==================== branch_ctrl_seq
branch_ctrl_seq, routing congestion:
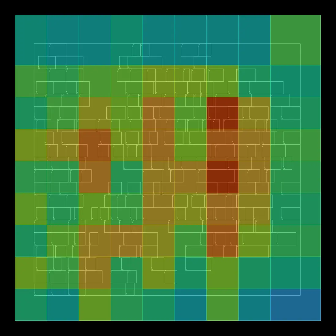
branch_ctrl_seq, logic cells by family:
Scale: 6 px per um.
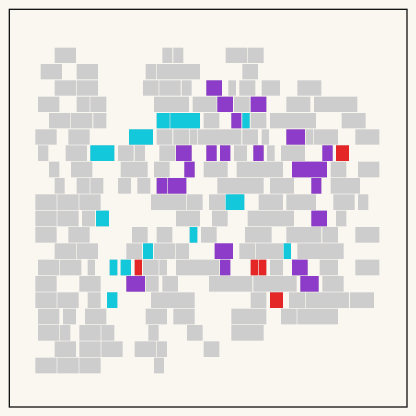
## src/rtl/branch_ctrl_seq_pkg.sv

```systemverilog
// branch_ctrl_seq_pkg
// Shared definitions for the fetch + conditional-branch control sequencer:
// state encoding, the branch opcode and the C2 condition codes.
package branch_ctrl_seq_pkg;

  // IR[31:27] value that identifies a branch instruction
  localparam logic [4:0] OPC_BR = 5'b10010;

  // C2 field (IR[20:19]) condition codes
  localparam logic [1:0] C2_BRZR = 2'd0;
  localparam logic [1:0] C2_BRNZ = 2'd1;
  localparam logic [1:0] C2_BRPL = 2'd2;
  localparam logic [1:0] C2_BRMI = 2'd3;

  // State encoding
  localparam logic [3:0] S_IDLE = 4'd0;
  localparam logic [3:0] S_T0   = 4'd1;
  localparam logic [3:0] S_T1   = 4'd2;
  localparam logic [3:0] S_T2   = 4'd3;
  localparam logic [3:0] S_T3   = 4'd4;
  localparam logic [3:0] S_T4   = 4'd5;
  localparam logic [3:0] S_T5   = 4'd6;
  localparam logic [3:0] S_T6   = 4'd7;
  localparam logic [3:0] S_HALT = 4'd8;

  typedef enum logic [3:0] {
    ST_IDLE = S_IDLE,
    ST_T0   = S_T0,
    ST_T1   = S_T1,
    ST_T2   = S_T2,
    ST_T3   = S_T3,
    ST_T4   = S_T4,
    ST_T5   = S_T5,
    ST_T6   = S_T6,
    ST_HALT = S_HALT
  } state_e;

endpackage

```

## src/rtl/branch_ctrl_seq_con_ff.sv

```systemverilog
// branch_ctrl_seq_con_ff
// CON flip-flop: decodes the branch condition from the bus and latches it
// when con_in is high.
// Ports:
//   clock    in   system clock, rising edge
//   clear    in   synchronous active-high reset
//   c2       in   condition field IR[20:19]
//   bus      in   datapath bus (R[Ra] while con_in is high)
//   con_in   in   load strobe
//   con_flag out  latched condition (branch taken)
module branch_ctrl_seq_con_ff
  import branch_ctrl_seq_pkg::*;
(
  input  logic        clock,
  input  logic        clear,
  input  logic [1:0]  c2,
  input  logic [31:0] bus,
  input  logic        con_in,
  output logic        con_flag
);

  logic cond;

  always_comb begin
    cond = 1'b0;
    case (c2)
      C2_BRZR: cond = (bus == 32'd0);
      C2_BRNZ: cond = (bus != 32'd0);
      C2_BRPL: cond = ~bus[31];
      C2_BRMI: cond = bus[31];
      default: cond = 1'b0;
    endcase
  end

  always_ff @(posedge clock) begin
    if (clear)       con_flag <= 1'b0;
    else if (con_in) con_flag <= cond;
  end

endmodule

```

## src/rtl/branch_ctrl_seq.sv

```systemverilog
// branch_ctrl_seq
// Hard-wired control sequencer for instruction fetch plus conditional branch
// execution (brzr/brnz/brpl/brmi). Produces Moore-decoded datapath strobes.
// Optional feature macro: BRANCH_STATS_EN adds taken/not-taken counters.
// Ports:
//   clock, clear          clock and synchronous active-high reset
//   run                   start one fetch+execute sequence (IDLE only)
//   mem_ready             memory read data valid, ends the T1 wait
//   ir, bus               IR contents and datapath bus
//   pc_out .. zlow_in     datapath control strobes
//   con_flag              CON flip-flop (branch taken)
//   busy, done, fault     status; fault is sticky until clear
//   taken_cnt, not_taken_cnt   branch statistics (BRANCH_STATS_EN only)
//
// state | meaning
// IDLE  | waiting for run
// T0    | PC -> MAR, PC+1 -> Z
// T1    | Z -> PC (first cycle only), memory read, wait for mem_ready
// T2    | MDR -> IR
// T3    | decode; R[Ra] -> bus, CON FF loads
// T4    | PC -> Y
// T5    | Y + C -> Z
// T6    | Z -> PC if CON, done
// HALT  | fault trap, left only by clear
module branch_ctrl_seq
  import branch_ctrl_seq_pkg::*;
#(
  parameter int MEM_TIMEOUT = 8
) (
  input  logic        clock,
  input  logic        clear,
  input  logic        run,
  input  logic        mem_ready,
  input  logic [31:0] ir,
  input  logic [31:0] bus,
  output logic        pc_out,
  output logic        mar_in,
  output logic        inc_pc,
  output logic        z_in,
  output logic        zlow_out,
  output logic        pc_in,
  output logic        read,
  output logic        mdr_in,
  output logic        mdr_out,
  output logic        ir_in,
  output logic        gra,
  output logic        r_out,
  output logic        con_in,
  output logic        y_in,
  output logic        c_out,
  output logic        add_op,
  output logic        zlow_in,
  output logic        con_flag,
  output logic        busy,
  output logic        done,
  output logic        fault
`ifdef BRANCH_STATS_EN
  ,
  output logic [15:0] taken_cnt,
  output logic [15:0] not_taken_cnt
`endif
);

  localparam int TW = $clog2(MEM_TIMEOUT + 1);
  // Down-counter is loaded in T0; terminal count 0 marks the last T1 cycle.
  localparam logic [TW-1:0] WAIT_LOAD = TW'(MEM_TIMEOUT - 1);

  logic [3:0]    state, state_nxt;
  logic [TW-1:0] wait_cnt;
  logic          op_ok, first_t1, t1_expire;
  logic          ir_unused;

  assign ir_unused = ^{ir[26:21], ir[18:0]};
  assign op_ok     = (ir[31:27] == OPC_BR);
  // The counter still holds its load value only in the first T1 cycle.
  assign first_t1  = (wait_cnt == WAIT_LOAD);
  assign t1_expire = (state == S_T1) && !mem_ready && (wait_cnt == '0);

  always_comb begin
    state_nxt = state;
    case (state)
      S_IDLE: if (run) state_nxt = S_T0;
      S_T0:   state_nxt = S_T1;
      S_T1:   if (mem_ready) state_nxt = S_T2;
              else if (wait_cnt == '0) state_nxt = S_HALT;
      S_T2:   state_nxt = S_T3;
      S_T3:   state_nxt = op_ok ? S_T4 : S_HALT;
      S_T4:   state_nxt = S_T5;
      S_T5:   state_nxt = S_T6;
      S_T6:   state_nxt = S_IDLE;
      S_HALT: state_nxt = S_HALT;
      default: state_nxt = S_IDLE;
    endcase
  end

  always_ff @(posedge clock) begin
    if (clear) begin
      state    <= S_IDLE;
      wait_cnt <= '0;
      fault    <= 1'b0;
    end else begin
      state <= state_nxt;
      if (state == S_T0)
        wait_cnt <= WAIT_LOAD;
      else if (state == S_T1 && !mem_ready && wait_cnt != '0)
        wait_cnt <= wait_cnt - 1'b1;
      if (t1_expire || (state == S_T3 && !op_ok))
        fault <= 1'b1;
    end
  end

  // Moore strobes; T3 strobes are suppressed for a non-branch opcode.
  assign pc_out   = (state == S_T0) || (state == S_T4);
  assign mar_in   = (state == S_T0);
  assign inc_pc   = (state == S_T0);
  assign z_in     = (state == S_T0);
  assign zlow_out = (state == S_T1 && first_t1) || (state == S_T6);
  assign pc_in    = (state == S_T1 && first_t1) || (state == S_T6 && con_flag);
  assign read     = (state == S_T1);
  assign mdr_in   = (state == S_T1);
  assign mdr_out  = (state == S_T2);
  assign ir_in    = (state == S_T2);
  assign gra      = (state == S_T3) && op_ok;
  assign r_out    = (state == S_T3) && op_ok;
  assign con_in   = (state == S_T3) && op_ok;
  assign y_in     = (state == S_T4);
  assign c_out    = (state == S_T5);
  assign add_op   = (state == S_T5);
  assign zlow_in  = (state == S_T5);
  assign busy     = (state != S_IDLE);
  assign done     = (state == S_T6);

  branch_ctrl_seq_con_ff u_con_ff (
    .clock    (clock),
    .clear    (clear),
    .c2       (ir[20:19]),
    .bus      (bus),
    .con_in   (con_in),
    .con_flag (con_flag)
  );

`ifdef BRANCH_STATS_EN
  always_ff @(posedge clock) begin
    if (clear) begin
      taken_cnt     <= 16'd0;
      not_taken_cnt <= 16'd0;
    end else if (state == S_T6) begin
      if (con_flag && taken_cnt != 16'hFFFF)
        taken_cnt <= taken_cnt + 16'd1;
      else if (!con_flag && not_taken_cnt != 16'hFFFF)
        not_taken_cnt <= not_taken_cnt + 16'd1;
    end
  end
`endif

endmodule

```

## config.mk

```make
export PLATFORM = sky130hd
export DESIGN_NAME = branch_ctrl_seq
export DESIGN_NICKNAME = d
export VERILOG_FILES = /design/src/rtl/branch_ctrl_seq_pkg.sv /design/src/rtl/branch_ctrl_seq_con_ff.sv /design/src/rtl/branch_ctrl_seq.sv
export SDC_FILE = /design/constraint.sdc
export NUM_CORES = 1
export LEC_CHECK = 0
export CAP_MARGIN = 15
export CORE_MARGIN = 4
export CORE_UTILIZATION = 25
export DETAILED_ROUTE_END_ITERATION = 7
export PLACE_DENSITY_LB_ADDON = 0.3
export SYNTH_ARGS = -nofsm -noshare
export SYNTH_HDL_FRONTEND = slang
export SYNTH_SLANG_ARGS = --single-unit
```

## constraint.sdc

```tcl
create_clock -name clock -period 1.6 [get_ports clock]
set_input_delay 0.16 -clock clock [delete_from_list [all_inputs] [get_ports clock]]
set_output_delay 0.16 -clock clock [all_outputs]
set_load 0.01 [all_outputs]
```

==> run summary <==
The following summarizes the physical implementation.

Hold path
The type of the worst min-delay path is reg2reg. The number of cells on the worst hold path is 2.

Final timing
The final layout reports a setup TNS of -0.894 ns. The final timing report lists a max-slew violation count of 0. The total setup violations reported at the end of the flow is 13. The worst path uses 110% of the clock period. On the final layout, the worst hold slack is 0.565 ns. The critical path in the final layout is reported with a setup slack of -0.155 ns.

Final layout
The net count of the finished layout is 262. The flow measured a signed area growth from synthesis to layout of 114%. The cell area after layout is 0.00180 mm^2. In the final layout, the share of cells above drive strength 1 is 40.8%. The registers reported with the highest flop counts are state (4), wait_cnt (4).

The portion of the layout cell area used by clock cells is 2.02%. The clock buffer count is 4. 0 antenna diodes ended up in the layout.

Floorplan
The floorplan step defined a core boundary enclosing 0.00313 mm^2. The die is 66.0 um tall.

Setup path
The type of the worst setup path is reg2out. The launching element type of the critical path is a flop. The startpoint of the worst-slack reg-to-reg timing path is state[3].

Placed design
Once detailed placement completed, the half-perimeter wirelength came to 2330 um. The number of buffer cells added on primary ports is 63.

Synthesis
The cell taking the most area after synthesis is sky130_fd_sc_hd__dfxtp_1. The synthesized design contains 0 enable-type register cells. The synthesized netlist cell count is 109. After synthesis, the share of cell area in mux cells is 2.53%.

Route
Once iteration 0 of detailed routing completed, the report listed 20 DRC markers.

Clock network
As reported, the later end of the worst-skew pair has a clock insertion delay of 0.27 ns. The CTS clock-pin slew for the worst setup and hold paths is 0.07 ns.

Global route
The maximum number of pins on one net before global-route repair is 17.

Power
The overall power of the completed layout is 1.63 mW. Combinational logic burns 64.0% of the power.

Status
The checks that failed: setup timing. The run finished, with violations left.
Notes on 'routing congestion' of branch_ctrl_seq above:
met1 Track Usage GR: 15.0%
core utilization of the finished layout: 57.5%
met3 track demand over resource in global routing: 4.25%
GR Util All Layers: 14.0%
met2 track demand over resource: 26.2%

Notes on 'logic cells by family' of branch_ctrl_seq above:
- red: inverters (cells 5)
- cyan: NAND gates (cells 13)
- purple: inverting AOI/OAI gates (cells 21)
Layout Cells excl Fill: 235
most used logic cell in the final layout: sky130_fd_sc_hd__clkdlybuf4s50_1


==================== oam_dma_ctrl
<file path="src/rtl/oam_dma_ctrl.sv">
// OAM DMA controller: a write to FF46 copies 160 bytes from {SRC,00..9F} into OAM,
// one read per cycle, each byte written to OAM on the cycle after its read.
module oam_dma_ctrl (
  input  logic        clk,
  input  logic        rst,
  input  logic [15:0] ADDR,
  input  logic        WR,
  input  logic [7:0]  MMIO_DATA_out,
  output logic        DMA_RD,
  output logic [15:0] DMA_RD_ADDR,
  input  logic [7:0]  DMA_DATA_in,
  output logic        OAM_WR,
  output logic [7:0]  OAM_ADDR,
  output logic [7:0]  OAM_WDATA,
  output logic        DMA_ACTIVE,
  output logic        CPU_BLOCK
);

  localparam logic [15:0] DMA_REG  = 16'hFF46;
  localparam logic [7:0]  LAST_IDX = 8'd159;

  typedef enum logic [1:0] {IDLE, START, XFER} state_t;

  state_t      state, nxt_state;
  logic [7:0]  src, nxt_src;
  logic [7:0]  idx, nxt_idx;
  logic        wp;
  logic [7:0]  widx;
  logic        trig;
  logic        rd_issue;

  // Sources in E000-FFFF alias work RAM at C000-DFFF.
  function automatic logic [7:0] fold_src(input logic [7:0] page);
    return (page >= 8'hE0) ? (page - 8'h20) : page;
  endfunction

  assign trig     = WR && (ADDR == DMA_REG);
  assign rd_issue = (state == XFER);

  always_comb begin
    nxt_state = state;
    nxt_src   = src;
    nxt_idx   = idx;
    case (state)
      IDLE: ;
      START: begin
        nxt_state = XFER;
        nxt_idx   = 8'd0;
      end
      XFER: begin
        if (idx == LAST_IDX) begin
          nxt_state = IDLE;
          nxt_idx   = 8'd0;
        end else begin
          nxt_idx = idx + 8'd1;
        end
      end
      default: nxt_state = IDLE;
    endcase
    // A new trigger always wins, including on the final issue edge.
    if (trig) begin
      nxt_state = START;
      nxt_src   = fold_src(MMIO_DATA_out);
      nxt_idx   = 8'd0;
    end
  end

  always_ff @(posedge clk or posedge rst) begin
    if (rst) begin
      state <= IDLE;
      src   <= 8'd0;
      idx   <= 8'd0;
      wp    <= 1'b0;
      widx  <= 8'd0;
    end else begin
      state <= nxt_state;
      src   <= nxt_src;
      idx   <= nxt_idx;
      // Read data returns one cycle later, so the OAM write trails its read.
      wp    <= rd_issue;
      if (rd_issue) widx <= idx;
    end
  end

  assign DMA_RD      = rd_issue;
  assign DMA_RD_ADDR = rd_issue ? {src, idx} : 16'h0000;
  assign OAM_WR      = wp;
  assign OAM_ADDR    = wp ? widx : 8'h00;
  assign OAM_WDATA   = wp ? DMA_DATA_in : 8'h00;
  assign DMA_ACTIVE  = (state != IDLE) || wp;
  // HRAM and the DMA register itself stay reachable during a transfer.
  assign CPU_BLOCK   = DMA_ACTIVE && !((ADDR >= 16'hFF80) && (ADDR <= 16'hFFFE))
                       && (ADDR != DMA_REG);

endmodule

</file>
<file path="config.mk">
export PLATFORM = sky130hd
export DESIGN_NAME = oam_dma_ctrl
export DESIGN_NICKNAME = d
export VERILOG_FILES = /design/src/rtl/oam_dma_ctrl.sv
export SDC_FILE = /design/constraint.sdc
export NUM_CORES = 1
export LEC_CHECK = 0
export ABC_AREA = 0
export CAP_MARGIN = 15
export CORE_ASPECT_RATIO = 0.6
export CORE_MARGIN = 8
export CORE_UTILIZATION = 44
export DETAILED_ROUTE_END_ITERATION = 8
export GPL_TIMING_DRIVEN = 1
export PLACE_DENSITY = 0.95
export SETUP_SLACK_MARGIN = 0.1
export SYNTH_ARGS = -nofsm -noshare
export SYNTH_HDL_FRONTEND = slang
export SYNTH_SLANG_ARGS = --single-unit
</file>
<file path="constraint.sdc">
create_clock -name clk -period 2.95 [get_ports clk]
set_input_delay 0.4425 -clock clk [delete_from_list [all_inputs] [get_ports clk]]
set_output_delay 0.4425 -clock clk [all_outputs]
set_load 0.05 [all_outputs]
</file>
oam_dma_ctrl, wires at chosen ports, followed through buffers:
Scale: 4 px per um.
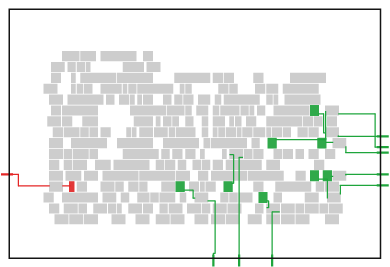
- red: `rst` (direction input; edge west; end cells 1; buffers 1; wire 14.3 um)
- green: `OAM_ADDR` (direction output; edge 5 east, 3 south; end cells 8; buffers 8; wire 164 um)
Port Buffers: 70
top-level I/O count: 71

==> run summary <==
The following summarizes the physical implementation.

Final timing
Pins over their slew limit in the final report were tallied at 0. The final worst-path cycle share is 83.1%. The highest attainable clock frequency is 408 MHz.

The final layout reports a setup TNS of 0 ns.

Final layout
The utilization after layout is 69.1%. In the finished design the tool counted flip-flops and latches totalling 27. Between the synthesized netlist and the finished layout, the area growth was recorded as 48.1%. Clock cells make up 2.14% of the layout cell area. The number of nets in the finished design is 267. The multi-input combinational area share is 34.7%. The sequential share of cell area is 29.6%. The most common logic cell in the routed design is sky130_fd_sc_hd__clkdlybuf4s50_1. After filler insertion, the fill cell instance count of the layout stands at 262.

The flip-flop and latch area is 676 um^2.

Placed design
The worst setup timing slack at the placement stage is 0.453 ns.

Status
The flow ran to the end, and the final reports show no timing, DRC or antenna violations.

Setup path
The startpoint identified for the worst register-to-register timing path is idx[0]. The cell sequence reported for the critical path is or3_1 -> clkdlybuf4s50_1. The slowest stage of the critical path is the sky130_fd_sc_hd__clkdlybuf4s50_1 cell. Grouping stages by cell kind, the critical path spends the most delay in buffers and inverters.

The maximum net fanout on the critical path is 17.

Global route
met1 track demand over resource after global routing is 18.5%.

Floorplan
The floorplan has 16 rows. The floorplan core density is 46.7%. After floorplanning, the core was sized to cover 0.00330 mm^2. The chip occupies 0.00572 mm^2.

Power
The combinational share of power is 51.1%. In this run, power in flip-flops and latches comes to 0.569 mW. The script extracted a net switching power of 0.735 mW.

Route
The first routing iteration left 61 violations.

Synthesis
Per the synthesis report, the dominant area consumer among library cells is sky130_fd_sc_hd__dfrtp_1. Ranked by total cell area, the synthesized netlist is headed by sky130_fd_sc_hd__dfrtp_1, sky130_fd_sc_hd__and2_1, sky130_fd_sc_hd__mux2_2. The compound-gate portion of the synthesized area is 12.3%. The mux cell area share after synthesis is 6.98%. Once synthesis finished, the tally of register bits stood at 27. Ranked by instance count, the synthesized netlist is headed by sky130_fd_sc_hd__and2_1, sky130_fd_sc_hd__dfrtp_1, sky130_fd_sc_hd__nor2_1, sky130_fd_sc_hd__a21o_1, sky130_fd_sc_hd__a21oi_1. The yosys-reported design area after synthesis is 0.00154 mm^2.

Clock network
The deepest clock path buffer count is 2. The clock root buffer is sky130_fd_sc_hd__clkbuf_8. The clock drives 27 sinks. The CTS tree is yes. The post-CTS resize count is 0.

Hold path
The type of the worst min-delay path is reg2reg.

==================== gpio_mulcnt
## src/rtl/gpio_mulcnt_pkg.sv

```systemverilog
// gpio_mulcnt_pkg: register map, FSM states and status bit positions shared by the multiply/count peripheral.
package gpio_mulcnt_pkg;

    localparam logic [15:0] ADDR_A1   = 16'h037F;
    localparam logic [15:0] ADDR_A2   = 16'h0388;
    localparam logic [15:0] ADDR_W    = 16'h0390;
    localparam logic [15:0] ADDR_ONES = 16'h0398;
    localparam logic [15:0] ADDR_CTRL = 16'h03A0;

    typedef enum logic [1:0] {
        S_IDLE,
        S_MULT,
        S_COUNT,
        S_DONE
    } mulcnt_state_t;

    localparam int STAT_DONE  = 0;
    localparam int STAT_VALID = 1;
    localparam int STAT_BUSY  = 2;

endpackage

```

## src/rtl/gpio_mulcnt_popcount.sv

```systemverilog
// popcount: combinational count of the set bits in a W-bit vector.
module popcount #(
    parameter int W = 32
) (
    input  logic [W-1:0]             vec,
    output logic [$clog2(W+1)-1:0]   cnt
);

    localparam int CW = $clog2(W + 1);

    always_comb begin
        cnt = '0;
        for (int i = 0; i < W; i++) cnt = cnt + CW'(vec[i]);
    end

endmodule

```

## src/rtl/gpio_mulcnt.sv

```systemverilog
// gpio_mulcnt: bus-mapped shift-add multiplier with result/status registers and an operation counter.
// Define GPIO_MULCNT_POPCNT_EN to add the COUNT state and the ones-count register at 0x0398.
module gpio_mulcnt #(
    parameter int DATA_W = 24,
    parameter int RES_W  = 32,
    parameter int CNT_W  = 16
) (
    input  logic        clk,
    input  logic        n_reset,
    input  logic [15:0] saddress,
    input  logic        swr,
    input  logic        srd,
    input  logic [31:0] sdata_in,
    output logic [31:0] sdata_out,
    input  logic [31:0] gpio_in,
    input  logic        gpio_latch,
    output logic [31:0] gpio_out,
    output logic [31:0] gpio_in_s_insp
);

    import gpio_mulcnt_pkg::*;

    localparam int SW = $clog2(DATA_W + 1);
    localparam int AW = 2 * DATA_W;

    if (RES_W > AW || RES_W > 32 || CNT_W > 32) begin : g_bad_params
        $error("gpio_mulcnt: RES_W must be <= 2*DATA_W and <= 32, CNT_W must be <= 32");
    end

    mulcnt_state_t      state, state_nxt;
    logic               swr_q, srd_q, latch_q;
    logic               wr_ev, rd_ev, latch_ev;
    logic [DATA_W-1:0]  a1_q, a2_q, mplier;
    logic [AW-1:0]      mcand, acc;
    logic [SW-1:0]      step;
    logic [RES_W-1:0]   w_q;
    logic               valid_q, done_q;
    logic [CNT_W-1:0]   op_cnt;
    logic [31:0]        gpio_in_s, rd_data, status, ones_rd;
    logic               busy, start, mult_en, fin, last_step, hi_zero;
    logic               unused_sdata;

    assign wr_ev        = swr && !swr_q;
    assign rd_ev        = srd && !srd_q;
    assign latch_ev     = gpio_latch && !latch_q;
    assign last_step    = step == SW'(DATA_W - 1);
    assign hi_zero      = (acc >> RES_W) == '0;
    assign unused_sdata = ^sdata_in;

`ifdef GPIO_MULCNT_POPCNT_EN
    localparam mulcnt_state_t MULT_NEXT = S_COUNT;
`else
    localparam mulcnt_state_t MULT_NEXT = S_DONE;
`endif

    always_ff @(posedge clk or negedge n_reset)
        if (!n_reset) state <= S_IDLE;
        else          state <= state_nxt;

    always_comb
        state_nxt = (state == S_IDLE)  ? (start ? S_MULT : S_IDLE) :
                    (state == S_MULT)  ? (last_step ? MULT_NEXT : S_MULT) :
                    (state == S_COUNT) ? S_DONE : S_IDLE;

    always_comb begin
        busy    = state != S_IDLE;
        start   = wr_ev && saddress == ADDR_CTRL && !busy;
        mult_en = state == S_MULT;
        fin     = state == S_DONE;
    end

`ifdef GPIO_MULCNT_POPCNT_EN
    localparam int PW = $clog2(RES_W + 1);
    logic          count_en;
    logic [PW-1:0] pop_cnt, pop_q, ones_q;

    popcount #(.W(RES_W)) u_popcount (
        .vec (acc[RES_W-1:0]),
        .cnt (pop_cnt)
    );

    assign count_en = state == S_COUNT;
    assign ones_rd  = 32'(ones_q);

    // Count is snapshotted in COUNT so ones only changes together with W in DONE
    always_ff @(posedge clk or negedge n_reset)
        if (!n_reset) begin
            pop_q  <= '0;
            ones_q <= '0;
        end else begin
            if (count_en) pop_q <= pop_cnt;
            if (fin) ones_q <= pop_q;
        end
`else
    assign ones_rd = '0;
`endif

    always_ff @(posedge clk or negedge n_reset)
        if (!n_reset) begin
            swr_q     <= 1'b0;
            srd_q     <= 1'b0;
            latch_q   <= 1'b0;
            gpio_in_s <= '0;
            a1_q      <= '0;
            a2_q      <= '0;
            mcand     <= '0;
            mplier    <= '0;
            acc       <= '0;
            step      <= '0;
            w_q       <= '0;
            valid_q   <= 1'b1;
            done_q    <= 1'b0;
            op_cnt    <= '0;
            sdata_out <= '0;
        end else begin
            swr_q   <= swr;
            srd_q   <= srd;
            latch_q <= gpio_latch;
            if (latch_ev) gpio_in_s <= gpio_in;
            if (wr_ev && !busy && saddress == ADDR_A1) a1_q <= DATA_W'(sdata_in);
            if (wr_ev && !busy && saddress == ADDR_A2) a2_q <= DATA_W'(sdata_in);
            if (start) begin
                mcand  <= AW'(a1_q);
                mplier <= a2_q;
                acc    <= '0;
                step   <= '0;
                done_q <= 1'b0;
            end
            if (mult_en) begin
                if (mplier[0]) acc <= acc + mcand;
                mcand  <= mcand << 1;
                mplier <= mplier >> 1;
                step   <= step + 1'b1;
            end
            if (fin) begin
                w_q     <= acc[RES_W-1:0];
                valid_q <= hi_zero;
                done_q  <= 1'b1;
                op_cnt  <= op_cnt + 1'b1;
            end
            if (rd_ev) sdata_out <= rd_data;
        end

    always_comb begin
        status             = '0;
        status[STAT_DONE]  = done_q;
        status[STAT_VALID] = valid_q;
        status[STAT_BUSY]  = busy;
        rd_data = (saddress == ADDR_W)    ? 32'(w_q) :
                  (saddress == ADDR_ONES) ? ones_rd :
                  (saddress == ADDR_CTRL) ? status : '0;
    end

    assign gpio_out       = 32'(op_cnt);
    assign gpio_in_s_insp = gpio_in_s;

endmodule

```

## config.mk

```make
export PLATFORM = sky130hd
export DESIGN_NAME = gpio_mulcnt
export DESIGN_NICKNAME = d
export VERILOG_FILES = /design/src/rtl/gpio_mulcnt_pkg.sv /design/src/rtl/gpio_mulcnt_popcount.sv /design/src/rtl/gpio_mulcnt.sv
export SDC_FILE = /design/constraint.sdc
export NUM_CORES = 1
export LEC_CHECK = 0
export CORE_ASPECT_RATIO = 1.5
export CORE_MARGIN = 1.5
export CORE_UTILIZATION = 51
export DETAILED_ROUTE_END_ITERATION = 10
export PLACE_DENSITY = 0.82
export SLEW_MARGIN = 40
export SYNTH_ARGS = -nofsm -noshare
export SYNTH_HDL_FRONTEND = slang
export SYNTH_SLANG_ARGS = --single-unit
```

## constraint.sdc

```tcl
create_clock -name clk -period 5.8 [get_ports clk]
set_clock_uncertainty 0.15 [all_clocks]
set_input_delay 1.16 -clock clk [delete_from_list [all_inputs] [get_ports clk]]
set_output_delay 1.16 -clock clk [all_outputs]
set_load 0.03 [all_outputs]
```

gpio_mulcnt, routed clock nets over the placement:
Scale: 2 px per um.
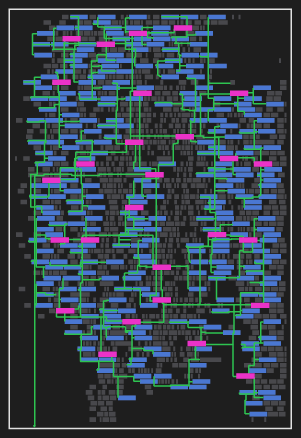
- magenta: cells driving clock nets (count 27)
- green: clock wires (length 3390 um)
- blue: flip-flops (count 292)
- routed clock nets: 28
clock latency of the later-clocked register in the worst-skew pair: 0.54 ns
Clk power: 1.92 mW
Clock power frac: 29.2%

gpio_mulcnt, logic cells by family:
Scale: 2 px per um.
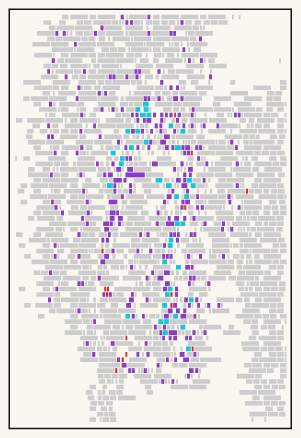
- purple: inverting AOI/OAI gates (cells 276)
- red: inverters (cells 15)
- cyan: AND-OR and OR-AND gates (cells 39)
fraction of area in multi-input gates: 39.1%
Layout Cells excl Fill: 1869
most used logic cell in the final layout: sky130_fd_sc_hd__dfrtp_1

==> run summary <==
The following summarizes the physical implementation.

Power
The leakage power figure is 8.07 nW. The total combinational power is 2.13 mW.

Clock network
In this run the deepest clock path goes through 3 buffers. TritonCTS built the clock tree. The number of buffers inserted to repair setup after CTS is 0.

Synthesis
Counting flops with a built-in enable in the synthesized netlist gives 0. The tally of yosys warning messages is 0. The main kind of combinational logic by area is AND-OR/OR-AND gates. The commonest cells after synthesis are sky130_fd_sc_hd__dfrtp_1, sky130_fd_sc_hd__nand2_1, sky130_fd_sc_hd__o21ai_0, sky130_fd_sc_hd__mux2_2, sky130_fd_sc_hd__clkbuf_1. The post-synthesis share of cell area spent on xor and xnor gates is 3.83%.

The flop and latch count out of synthesis is 292.

Route
The pre-antenna-repair detailed-routing pass consisted of 5 iterations. In the routed layout, each cell is associated on average with a via count of 5.65. The DRC violation count after routing is 0. The total length of routed met2 wires is 16000 um.

Global route
The met2 track demand over resource is 39.7%. The via count of the first global-routing pass is 10700.

Floorplan
The floorplan core density is 51.7%. The die boundary width is 140 um.

Setup path
The worst setup path is captured at a flop. Per STA, the endpoint of the critical path is acc[40]. Per the STA report, the cell with the highest stage delay on the worst path is sky130_fd_sc_hd__o31ai_2. The start point of the critical path is mcand[0].

The type of the worst setup path is reg2reg. Counting cells, the worst reg-to-reg path comes to 13.

Final layout
The registers reported with the highest flop counts are acc (48), mcand (48). Once layout is done, the placed cells without fillers occupy 0.0171 mm^2. Per the layout report, the design carries 165 non-clock buffers. Of the total standard cell area in the layout, the sequential portion is 42.7%. The portion of the layout cell area used by clock cells is 5.67%.

Final timing
Setup repair after global routing left no endpoint under its margin. The minimum clock period after layout is 3.51 ns. The relative slew slack is 47.1%.

Placed design
OpenSTA, run right after detailed placement, puts the worst setup slack at 1.75 ns. The total instance count after detailed placement is 1819. The wire-length estimate of the detail-placed layout is 21400 um.

Hold path
Along the worst hold path, the cell count comes to 1.

Status
The flow ran to the end, and the final reports show no timing, DRC or antenna violations.

==================== wb_stage
wb_stage, wires at chosen ports, followed through buffers:
Scale: 4 px per um.
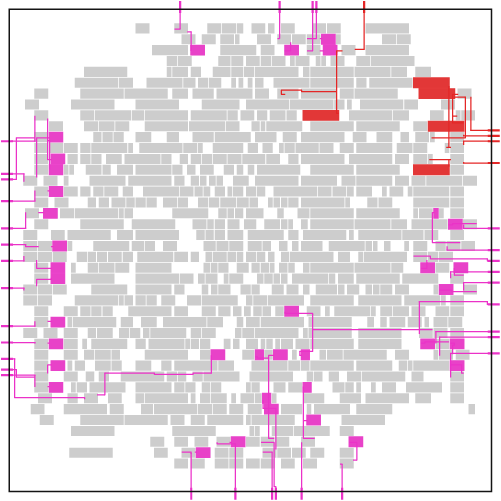
wb_stage, logic cells by family:
Scale: 3 px per um.
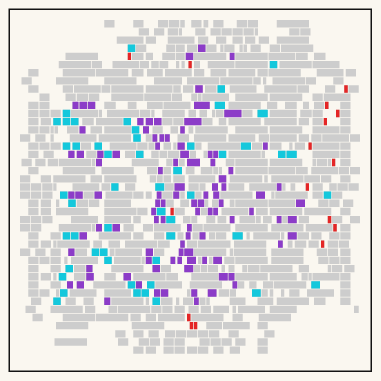
## config.mk

```make
export PLATFORM = sky130hd
export DESIGN_NAME = wb_stage
export DESIGN_NICKNAME = d
export VERILOG_FILES = /design/src/rtl/riscv_wb_pkg.sv /design/src/rtl/wb_skid_fifo.sv /design/src/rtl/wb_stage.sv
export SDC_FILE = /design/constraint.sdc
export NUM_CORES = 1
export LEC_CHECK = 0
export CORE_MARGIN = 3
export CORE_UTILIZATION = 51
export CTS_CLUSTER_SIZE = 16
export DETAILED_ROUTE_END_ITERATION = 8
export PLACE_DENSITY = 0.86
export SYNTH_ARGS = -nofsm -noshare
export SYNTH_HDL_FRONTEND = slang
export SYNTH_SLANG_ARGS = --single-unit
export TNS_END_PERCENT = 1
```

## constraint.sdc

```tcl
create_clock -name clk -period 3.7 [get_ports clk]
set_input_delay 0.37 -clock clk [delete_from_list [all_inputs] [get_ports clk]]
set_output_delay 0.37 -clock clk [all_outputs]
set_load 0.02 [all_outputs]
```

## src/rtl/riscv_wb_pkg.sv

```systemverilog
// Shared write-back definitions: result-source encodings, load funct3 codes,
// the buffered entry layout and the load alignment/extension helper.
package riscv_wb_pkg;

  localparam int XLEN = 32;

  localparam logic [1:0] WB_ALU  = 2'b00;
  localparam logic [1:0] WB_LOAD = 2'b01;
  localparam logic [1:0] WB_PC4  = 2'b10;

  localparam logic [2:0] F3_LB  = 3'b000;
  localparam logic [2:0] F3_LH  = 3'b001;
  localparam logic [2:0] F3_LW  = 3'b010;
  localparam logic [2:0] F3_LBU = 3'b100;
  localparam logic [2:0] F3_LHU = 3'b101;

  typedef struct packed {
    logic [XLEN-1:0] data;
    logic            err;
  } ld_res_t;

  typedef struct packed {
    logic [4:0]      rd;
    logic            we;
    logic [XLEN-1:0] data;
    logic            err;
  } wb_entry_t;

  function automatic ld_res_t load_align(input logic [XLEN-1:0] word,
                                         input logic [2:0]      f3,
                                         input logic [1:0]      off);
    ld_res_t     res;
    logic [7:0]  b;
    logic [15:0] h;
    b        = word[{off, 3'b000} +: 8];
    h        = off[1] ? word[31:16] : word[15:0];
    res.data = '0;
    res.err  = 1'b0;
    case (f3)
      F3_LB:  res.data = {{24{b[7]}}, b};
      F3_LBU: res.data = {24'd0, b};
      F3_LH: begin
        if (off[0]) res.err  = 1'b1;
        else        res.data = {{16{h[15]}}, h};
      end
      F3_LHU: begin
        if (off[0]) res.err  = 1'b1;
        else        res.data = {16'd0, h};
      end
      F3_LW: begin
        if (off != 2'b00) res.err  = 1'b1;
        else              res.data = word;
      end
      default: res.err = 1'b1;
    endcase
    return res;
  endfunction

endpackage

```

## src/rtl/wb_skid_fifo.sv

```systemverilog
// DEPTH-entry in-order buffer; the incoming entry is visible at the head
// (pass-through) when the buffer is empty.
module wb_skid_fifo #(
  parameter int DEPTH = 2,
  parameter int W     = 8,
  parameter int CW    = $clog2(DEPTH + 1)
) (
  input  logic          clk,
  input  logic          rst_n,
  input  logic          push,
  input  logic [W-1:0]  push_data,
  input  logic          pop,
  output logic          head_valid,
  output logic [W-1:0]  head_data,
  output logic [CW-1:0] count
);

  localparam int PW = (DEPTH > 1) ? $clog2(DEPTH) : 1;

  logic [W-1:0]  mem_r [DEPTH];
  logic [PW-1:0] wr_ptr_r;
  logic [PW-1:0] rd_ptr_r;
  logic [CW-1:0] count_r;
  logic          empty_s;
  logic          store_s;
  logic          take_s;

  function automatic logic [PW-1:0] ptr_next(input logic [PW-1:0] p);
    if (p == PW'(DEPTH - 1)) return '0;
    else                     return p + PW'(1);
  endfunction

  assign empty_s    = (count_r == '0);
  assign head_valid = ~empty_s | push;
  assign head_data  = empty_s ? push_data : mem_r[rd_ptr_r];
  // A push that is consumed the same cycle on an empty buffer bypasses storage.
  assign store_s    = push & ~(empty_s & pop);
  assign take_s     = pop & ~empty_s;
  assign count      = count_r;

  // Storage array write.
  always_ff @(posedge clk) begin
    if (store_s) mem_r[wr_ptr_r] <= push_data;
  end

  // Pointer and occupancy bookkeeping.
  always_ff @(posedge clk or negedge rst_n) begin
    if (!rst_n) begin
      wr_ptr_r <= '0;
      rd_ptr_r <= '0;
      count_r  <= '0;
    end else begin
      if (store_s) wr_ptr_r <= ptr_next(wr_ptr_r);
      if (take_s)  rd_ptr_r <= ptr_next(rd_ptr_r);
      case ({store_s, take_s})
        2'b10:   count_r <= count_r + CW'(1);
        2'b01:   count_r <= count_r - CW'(1);
        default: count_r <= count_r;
      endcase
    end
  end

endmodule

```

## src/rtl/wb_stage.sv

```systemverilog
// RISC-V write-back stage: resolves the result at accept, buffers under hold,
// and drives the register bank write port. Optional retire counter: WB_INSTRET_EN.
module wb_stage
  import riscv_wb_pkg::*;
#(
  parameter int FIFO_DEPTH = 2,
  parameter int INSTRET_W  = 64
) (
  input  logic                 clk,
  input  logic                 rst_n,
  input  logic                 in_valid,
  output logic                 in_ready,
  input  logic [4:0]           in_rd,
  input  logic                 in_rd_we,
  input  logic [1:0]           in_wb_sel,
  input  logic [XLEN-1:0]      in_alu,
  input  logic [XLEN-1:0]      in_pc4,
  input  logic [XLEN-1:0]      in_ld_data,
  input  logic [2:0]           in_ld_f3,
  input  logic [1:0]           in_ld_off,
  input  logic                 hold,
  output logic                 reg_wr,
  output logic [4:0]           dir_wr,
  output logic [XLEN-1:0]      di,
  output logic                 err_load
`ifdef WB_INSTRET_EN
  ,
  output logic [INSTRET_W-1:0] instret
`endif
);

  localparam int CW = $clog2(FIFO_DEPTH + 1);

  ld_res_t       ld_res_s;
  wb_entry_t     new_entry_s;
  wb_entry_t     head_s;
  logic          head_valid_s;
  logic [CW-1:0] count_s;
  logic          push_s;
  logic          pop_s;
  logic          write_s;

  // Result selection and load extraction for the incoming instruction.
  always_comb begin
    ld_res_s         = load_align(in_ld_data, in_ld_f3, in_ld_off);
    new_entry_s.rd   = in_rd;
    new_entry_s.we   = 1'b0;
    new_entry_s.data = '0;
    new_entry_s.err  = 1'b0;
    case (in_wb_sel)
      WB_ALU: begin
        new_entry_s.we   = in_rd_we;
        new_entry_s.data = in_alu;
      end
      WB_LOAD: begin
        new_entry_s.we   = in_rd_we;
        new_entry_s.data = ld_res_s.data;
        new_entry_s.err  = ld_res_s.err;
      end
      WB_PC4: begin
        new_entry_s.we   = in_rd_we;
        new_entry_s.data = in_pc4;
      end
      default: begin
        new_entry_s.we   = 1'b0;
        new_entry_s.data = '0;
      end
    endcase
  end

  assign in_ready = (count_s < CW'(FIFO_DEPTH));
  assign push_s   = in_valid & in_ready;
  assign pop_s    = ~hold & head_valid_s;
  assign write_s  = head_s.we & ~head_s.err & (head_s.rd != 5'd0);

  wb_skid_fifo #(
    .DEPTH (FIFO_DEPTH),
    .W     ($bits(wb_entry_t)),
    .CW    (CW)
  ) u_fifo (
    .clk        (clk),
    .rst_n      (rst_n),
    .push       (push_s),
    .push_data  (new_entry_s),
    .pop        (pop_s),
    .head_valid (head_valid_s),
    .head_data  (head_s),
    .count      (count_s)
  );

  // Register bank write port; address and data hold when no write issues.
  always_ff @(posedge clk or negedge rst_n) begin
    if (!rst_n) begin
      reg_wr   <= 1'b0;
      dir_wr   <= 5'd0;
      di       <= '0;
      err_load <= 1'b0;
    end else if (pop_s) begin
      reg_wr   <= write_s;
      err_load <= head_s.err;
      if (write_s) begin
        dir_wr <= head_s.rd;
        di     <= head_s.data;
      end
    end else begin
      reg_wr   <= 1'b0;
      err_load <= 1'b0;
    end
  end

`ifdef WB_INSTRET_EN
  // Retire counter: every error-free issue counts, including x0/no-write.
  always_ff @(posedge clk or negedge rst_n) begin
    if (!rst_n) begin
      instret <= '0;
    end else if (pop_s && !head_s.err) begin
      instret <= instret + INSTRET_W'(1);
    end else begin
      instret <= instret;
    end
  end
`endif

endmodule

```

==> run summary <==
The following summarizes the physical implementation.

Status
The flow ran to the end, and the final reports show no timing, DRC or antenna violations.

Clock network
CTS built an H-tree with a depth of 4. TritonCTS created 17 clock buffers. In this run the deepest clock path goes through 2 buffers.

Final layout
Per the layout report, the design carries 912 filler cells. The count of inverters not on the clock network in the layout is 16. According to the cell report, the number of logic gates is 380. The sequential share of cell area is 38.4%. The largest register by flop count is u_fifo.mem_r.

Setup path
The critical path goes through or2_2 -> mux2i_1 -> nand4_1 -> o21ai_4 -> buf_4 -> mux2_2. All stages included, the depth of the critical timing path comes to 6. On the critical path the data arrives at 3.30 ns.

Route
The first routing iteration left 490 violations. The met3 wire length is 1770 um. Per the detail_route log, the uppermost layer with routed signals is met4. The number of iterations in the first detailed-routing pass is 5. Once detail routing completed, the nets flagged for antenna violations numbered 0.

Placed design
The HPWL after detailed placement is 12500 um.

Floorplan
The die boundary width is 120 um.

Final timing
The setup slack of the critical path after layout is 0.707 ns. The slew at the pin closest to its max-slew limit is 1.09 ns. The relative slew slack is 27.2%. The final worst-path cycle share is 80.9%. The tightest hold path in the finished design has a slack of 0.162 ns.

Job
Summing over the stages, the warning tally comes to 26.

Synthesis
The mux cell area share after synthesis is 20.2%. After synthesis the netlist holds a flip-flop and latch count of 121.
About 'wires at chosen ports, followed through buffers' of wb_stage:
- red: `dir_wr` (direction output; edge 4 east, 1 north; end cells 5; buffers 5; wire 136 um)
- magenta: `in_alu` (direction input; edge 13 west, 9 east, 6 south, 4 north; end cells 36; buffers 32; wire 636 um)
top-level I/O count: 153
Port Buffers: 152

About 'logic cells by family' of wb_stage:
- red: inverters (cells 16)
- cyan: AND-OR and OR-AND gates (cells 51)
- purple: inverting AOI/OAI gates (cells 100)
Layout Cells excl Fill: 888
most used logic cell in the final layout: sky130_fd_sc_hd__clkdlybuf4s50_1
fraction of area in multi-input gates: 33.6%


==================== regfile_scoreboard_flat
`config.mk`:
```
export PLATFORM = sky130hd
export DESIGN_NAME = regfile_scoreboard_flat
export DESIGN_NICKNAME = d
export VERILOG_FILES = /design/src/rtl/regfile_scoreboard_if.sv /design/src/rtl/regfile_scoreboard.sv /design/src/flat_wrapper.sv
export SDC_FILE = /design/constraint.sdc
export NUM_CORES = 2
export LEC_CHECK = 0
export CAP_MARGIN = 10
export CORE_MARGIN = 4
export CORE_UTILIZATION = 45
export CTS_CLUSTER_DIAMETER = 150
export DETAILED_ROUTE_END_ITERATION = 16
export GPL_TIMING_DRIVEN = 0
export PLACE_DENSITY = 0.71
export SLEW_MARGIN = 0
export SYNTH_ARGS = -nofsm -noshare
export SYNTH_HDL_FRONTEND = slang
export SYNTH_SLANG_ARGS = --single-unit
export TNS_END_PERCENT = 5
```
`constraint.sdc`:
```
create_clock -name clock -period 4.91 [get_ports clock]
set_input_delay 0.982 -clock clock [delete_from_list [all_inputs] [get_ports clock]]
set_output_delay 0.982 -clock clock [all_outputs]
set_load 0.02 [all_outputs]
```
`src/rtl/regfile_scoreboard_if.sv`:
```
// Issue / write-back / read bundle between decode and the scoreboarded register file.
// master = decode + MEM/WB side, slave = register file.
interface regfile_scoreboard_if #(
    parameter int DATA_W   = 32,
    parameter int NUM_REGS = 32,
    parameter int ADDR_W   = $clog2(NUM_REGS),
    parameter int CNT_W    = $clog2(NUM_REGS + 1)
);
    logic                issue_valid;
    logic                issue_ready;
    logic [ADDR_W-1:0]   rs_addr;
    logic [ADDR_W-1:0]   rt_addr;
    logic                rs_used;
    logic                rt_used;
    logic [ADDR_W-1:0]   dst_addr;
    logic                dst_we;
    logic                wb_valid;
    logic [ADDR_W-1:0]   wb_addr;
    logic [DATA_W-1:0]   wb_data;
    logic [DATA_W-1:0]   rdata1;
    logic [DATA_W-1:0]   rdata2;
    logic [NUM_REGS-1:0] busy_vec;
    logic [CNT_W-1:0]    pending_cnt;
    logic                wb_err;

    modport master (
        output issue_valid, rs_addr, rt_addr, rs_used, rt_used, dst_addr, dst_we,
               wb_valid, wb_addr, wb_data,
        input  issue_ready, rdata1, rdata2, busy_vec, pending_cnt, wb_err
    );

    modport slave (
        input  issue_valid, rs_addr, rt_addr, rs_used, rt_used, dst_addr, dst_we,
               wb_valid, wb_addr, wb_data,
        output issue_ready, rdata1, rdata2, busy_vec, pending_cnt, wb_err
    );
endinterface

```
`src/rtl/regfile_scoreboard.sv`:
```
// Register file with per-register scoreboard and RAW/WAW issue stall.
// Optional write-back forwarding to the read ports: define REGFILE_SB_BYPASS_EN.
module regfile_scoreboard #(
    parameter int DATA_W   = 32,
    parameter int NUM_REGS = 32,
    parameter int ADDR_W   = $clog2(NUM_REGS),
    parameter int CNT_W    = $clog2(NUM_REGS + 1)
) (
    input  logic                 clock,
    input  logic                 reset,
    regfile_scoreboard_if.slave  bus
);
    logic [NUM_REGS-1:0][DATA_W-1:0] regs_q, regs_d;
    logic [NUM_REGS-1:0]             busy_q, busy_d;
    logic [CNT_W-1:0]                cnt_q, cnt_d;
    logic                            err_q, err_d;

    logic wb_nz, byp_rs, byp_rt;
    logic rs_haz, rt_haz, waw, ready, fire;
    logic sb_set, sb_clr, spurious;

    always_comb begin
        wb_nz = bus.wb_valid & (bus.wb_addr != '0);
`ifdef REGFILE_SB_BYPASS_EN
        byp_rs = wb_nz & (bus.wb_addr == bus.rs_addr);
        byp_rt = wb_nz & (bus.wb_addr == bus.rt_addr);
`else
        byp_rs = 1'b0;
        byp_rt = 1'b0;
`endif
        rs_haz = bus.rs_used & (bus.rs_addr != '0) & busy_q[bus.rs_addr] & ~byp_rs;
        rt_haz = bus.rt_used & (bus.rt_addr != '0) & busy_q[bus.rt_addr] & ~byp_rt;
        // A write-back landing on the destination this edge retires the older writer.
        waw    = bus.dst_we & (bus.dst_addr != '0) & busy_q[bus.dst_addr]
               & ~(bus.wb_valid & (bus.wb_addr == bus.dst_addr));
        ready  = ~(rs_haz | rt_haz | waw);
        fire   = bus.issue_valid & ready;

        sb_set   = fire & bus.dst_we & (bus.dst_addr != '0);
        sb_clr   = wb_nz & busy_q[bus.wb_addr];
        spurious = wb_nz & ~busy_q[bus.wb_addr];
    end

    always_comb begin
        regs_d = regs_q;
        busy_d = busy_q;
        if (wb_nz) begin
            regs_d[bus.wb_addr] = bus.wb_data;
            busy_d[bus.wb_addr] = 1'b0;
        end
        // Set after clear so a same-register set/clear leaves the bit pending.
        if (sb_set) busy_d[bus.dst_addr] = 1'b1;
        regs_d[0] = '0;
        cnt_d = cnt_q + CNT_W'(sb_set) - CNT_W'(sb_clr);
        err_d = err_q | spurious;
    end

    always_ff @(posedge clock or negedge reset) begin
        if (!reset) begin
            for (int i = 0; i < NUM_REGS; i++) regs_q[i] <= DATA_W'(i);
            busy_q <= '0;
            cnt_q  <= '0;
            err_q  <= 1'b0;
        end else begin
            regs_q <= regs_d;
            busy_q <= busy_d;
            cnt_q  <= cnt_d;
            err_q  <= err_d;
        end
    end

    always_comb begin
        bus.rdata1 = (bus.rs_addr == '0) ? '0 : regs_q[bus.rs_addr];
        bus.rdata2 = (bus.rt_addr == '0) ? '0 : regs_q[bus.rt_addr];
        if (byp_rs) bus.rdata1 = bus.wb_data;
        if (byp_rt) bus.rdata2 = bus.wb_data;
    end

    assign bus.issue_ready = ready;
    assign bus.busy_vec    = busy_q;
    assign bus.pending_cnt = cnt_q;
    assign bus.wb_err      = err_q;
endmodule

```
`src/flat_wrapper.sv`:
```
// flat-port wrapper written by rule: the top's interface ports become plain ports
module regfile_scoreboard_flat 
#(
    parameter int DATA_W   = 32,
    parameter int NUM_REGS = 32,
    parameter int ADDR_W   = $clog2(NUM_REGS),
    parameter int CNT_W    = $clog2(NUM_REGS + 1)
)
  (clock, reset, bus_issue_valid, bus_rs_addr, bus_rt_addr, bus_rs_used, bus_rt_used, bus_dst_addr, bus_dst_we, bus_wb_valid, bus_wb_addr, bus_wb_data, bus_issue_ready, bus_rdata1, bus_rdata2, bus_busy_vec, bus_pending_cnt, bus_wb_err);
  regfile_scoreboard_if #(.DATA_W(DATA_W), .NUM_REGS(NUM_REGS), .ADDR_W(ADDR_W), .CNT_W(CNT_W)) bus_i ();
  input  logic clock;
  input  logic reset;
  input wire logic [$bits(bus_i.issue_valid)-1:0] bus_issue_valid;
  input wire logic [$bits(bus_i.rs_addr)-1:0] bus_rs_addr;
  input wire logic [$bits(bus_i.rt_addr)-1:0] bus_rt_addr;
  input wire logic [$bits(bus_i.rs_used)-1:0] bus_rs_used;
  input wire logic [$bits(bus_i.rt_used)-1:0] bus_rt_used;
  input wire logic [$bits(bus_i.dst_addr)-1:0] bus_dst_addr;
  input wire logic [$bits(bus_i.dst_we)-1:0] bus_dst_we;
  input wire logic [$bits(bus_i.wb_valid)-1:0] bus_wb_valid;
  input wire logic [$bits(bus_i.wb_addr)-1:0] bus_wb_addr;
  input wire logic [$bits(bus_i.wb_data)-1:0] bus_wb_data;
  output wire logic [$bits(bus_i.issue_ready)-1:0] bus_issue_ready;
  output wire logic [$bits(bus_i.rdata1)-1:0] bus_rdata1;
  output wire logic [$bits(bus_i.rdata2)-1:0] bus_rdata2;
  output wire logic [$bits(bus_i.busy_vec)-1:0] bus_busy_vec;
  output wire logic [$bits(bus_i.pending_cnt)-1:0] bus_pending_cnt;
  output wire logic [$bits(bus_i.wb_err)-1:0] bus_wb_err;
  assign bus_i.issue_valid = bus_issue_valid;
  assign bus_i.rs_addr = bus_rs_addr;
  assign bus_i.rt_addr = bus_rt_addr;
  assign bus_i.rs_used = bus_rs_used;
  assign bus_i.rt_used = bus_rt_used;
  assign bus_i.dst_addr = bus_dst_addr;
  assign bus_i.dst_we = bus_dst_we;
  assign bus_i.wb_valid = bus_wb_valid;
  assign bus_i.wb_addr = bus_wb_addr;
  assign bus_i.wb_data = bus_wb_data;
  assign bus_issue_ready = bus_i.issue_ready;
  assign bus_rdata1 = bus_i.rdata1;
  assign bus_rdata2 = bus_i.rdata2;
  assign bus_busy_vec = bus_i.busy_vec;
  assign bus_pending_cnt = bus_i.pending_cnt;
  assign bus_wb_err = bus_i.wb_err;
  regfile_scoreboard #(.DATA_W(DATA_W), .NUM_REGS(NUM_REGS), .ADDR_W(ADDR_W), .CNT_W(CNT_W)) u_core (.clock(clock), .reset(reset), .bus(bus_i));
endmodule
```
regfile_scoreboard_flat, routing congestion:
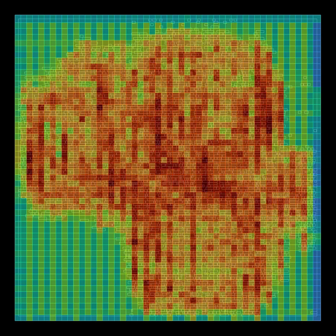
core utilization of the finished layout: 52.3%
layer carrying the most global-route usage: met2
met2 track demand over resource: 43.2%

regfile_scoreboard_flat, signal metal coverage by tile:
Scale: 1 px per um. 36 x 36 tiles, from white (low) to dark blue (high), scaled to the fullest tile. Values are wire area over tile area, all layers added.
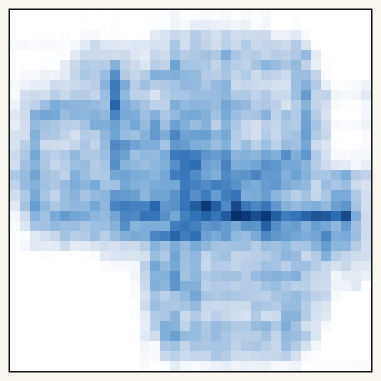
- tiles over half the peak: 14%
- densest ninth of the die: center
- emptiest ninth of the die: south-west
- mean over tiles: 0.25
- nearly empty tiles: 24%
- fullest tile: 0.93
Total Wirelength: 190000 um
wire length per cell after detailed routing: 34.6 um
GR Util All Layers: 28.9%

==> run summary <==
The following summarizes the physical implementation.

Status
The run finished, with violations left. The checks that failed: setup timing.

Synthesis
Yosys instantiated no cell more often than sky130_fd_sc_hd__mux2_2. The biggest area contributor in the post-synthesis netlist is sky130_fd_sc_hd__dfrtp_1. The main kind of combinational logic by area is multiplexers.

Final timing
The setup slack of the critical path after layout is -0.180 ns. The total setup violations reported at the end of the flow is 9.

Setup path
The worst setup path is captured at a primary output.

Power
The net switching share of the total power is 28.5%. Ranked by power, first place goes to sequential cells.

Final layout
The cell kind with the greatest summed area is logic gates. The portion of the layout cell area used by clock cells is 5.92%.

Global route
The leftover overflow at the end of global routing is 0.

Floorplan
The floorplan core density is 45.3%.

Hold path
The tightest min-delay check is of the in2async type.


==> layout pictures side by side <==
Signal metal coverage by tile.
shot_01.png
Scale: 4 px per um. 18 x 12 tiles, from white (low) to dark blue (high), scaled to the fullest tile. Values are wire area over tile area, all layers added.
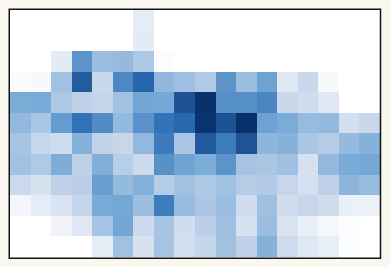
shot_02.png
Scale: 3 px per um. 24 x 24 tiles, from white (low) to dark blue (high), scaled to the fullest tile. Values are wire area over tile area, all layers added.
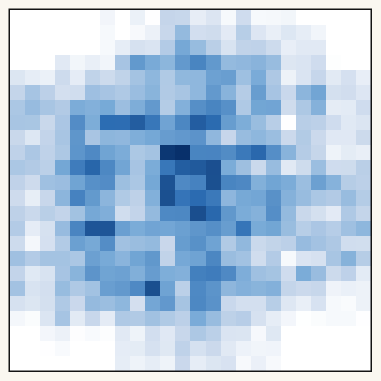
shot_03.png
Scale: 6 px per um. 13 x 13 tiles, from white (low) to dark blue (high), scaled to the fullest tile. Values are wire area over tile area, all layers added.
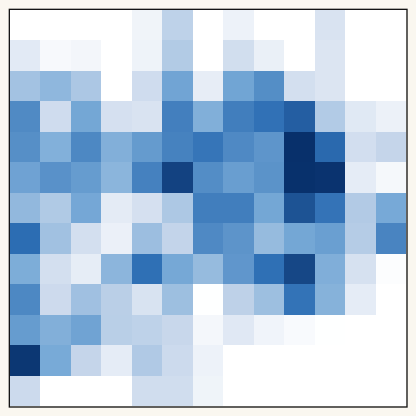
shot_04.png
Scale: 2 px per um. 14 x 21 tiles, from white (low) to dark blue (high), scaled to the fullest tile. Values are wire area over tile area, all layers added.
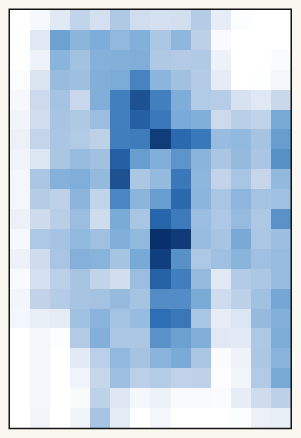
Of these, largest die: shot_04.png
Of these, smallest die: shot_03.png
- shot_02.png = wb_stage
- shot_03.png = branch_ctrl_seq
- shot_01.png = oam_dma_ctrl
- shot_04.png = gpio_mulcnt

Key to shot_01.png:
- fullest tile: 0.43
- densest ninth of the die: center
- tiles over half the peak: 16%
- emptiest ninth of the die: north-east
- nearly empty tiles: 28%
- mean over tiles: 0.12

Power and IR drop assume default switching activity.
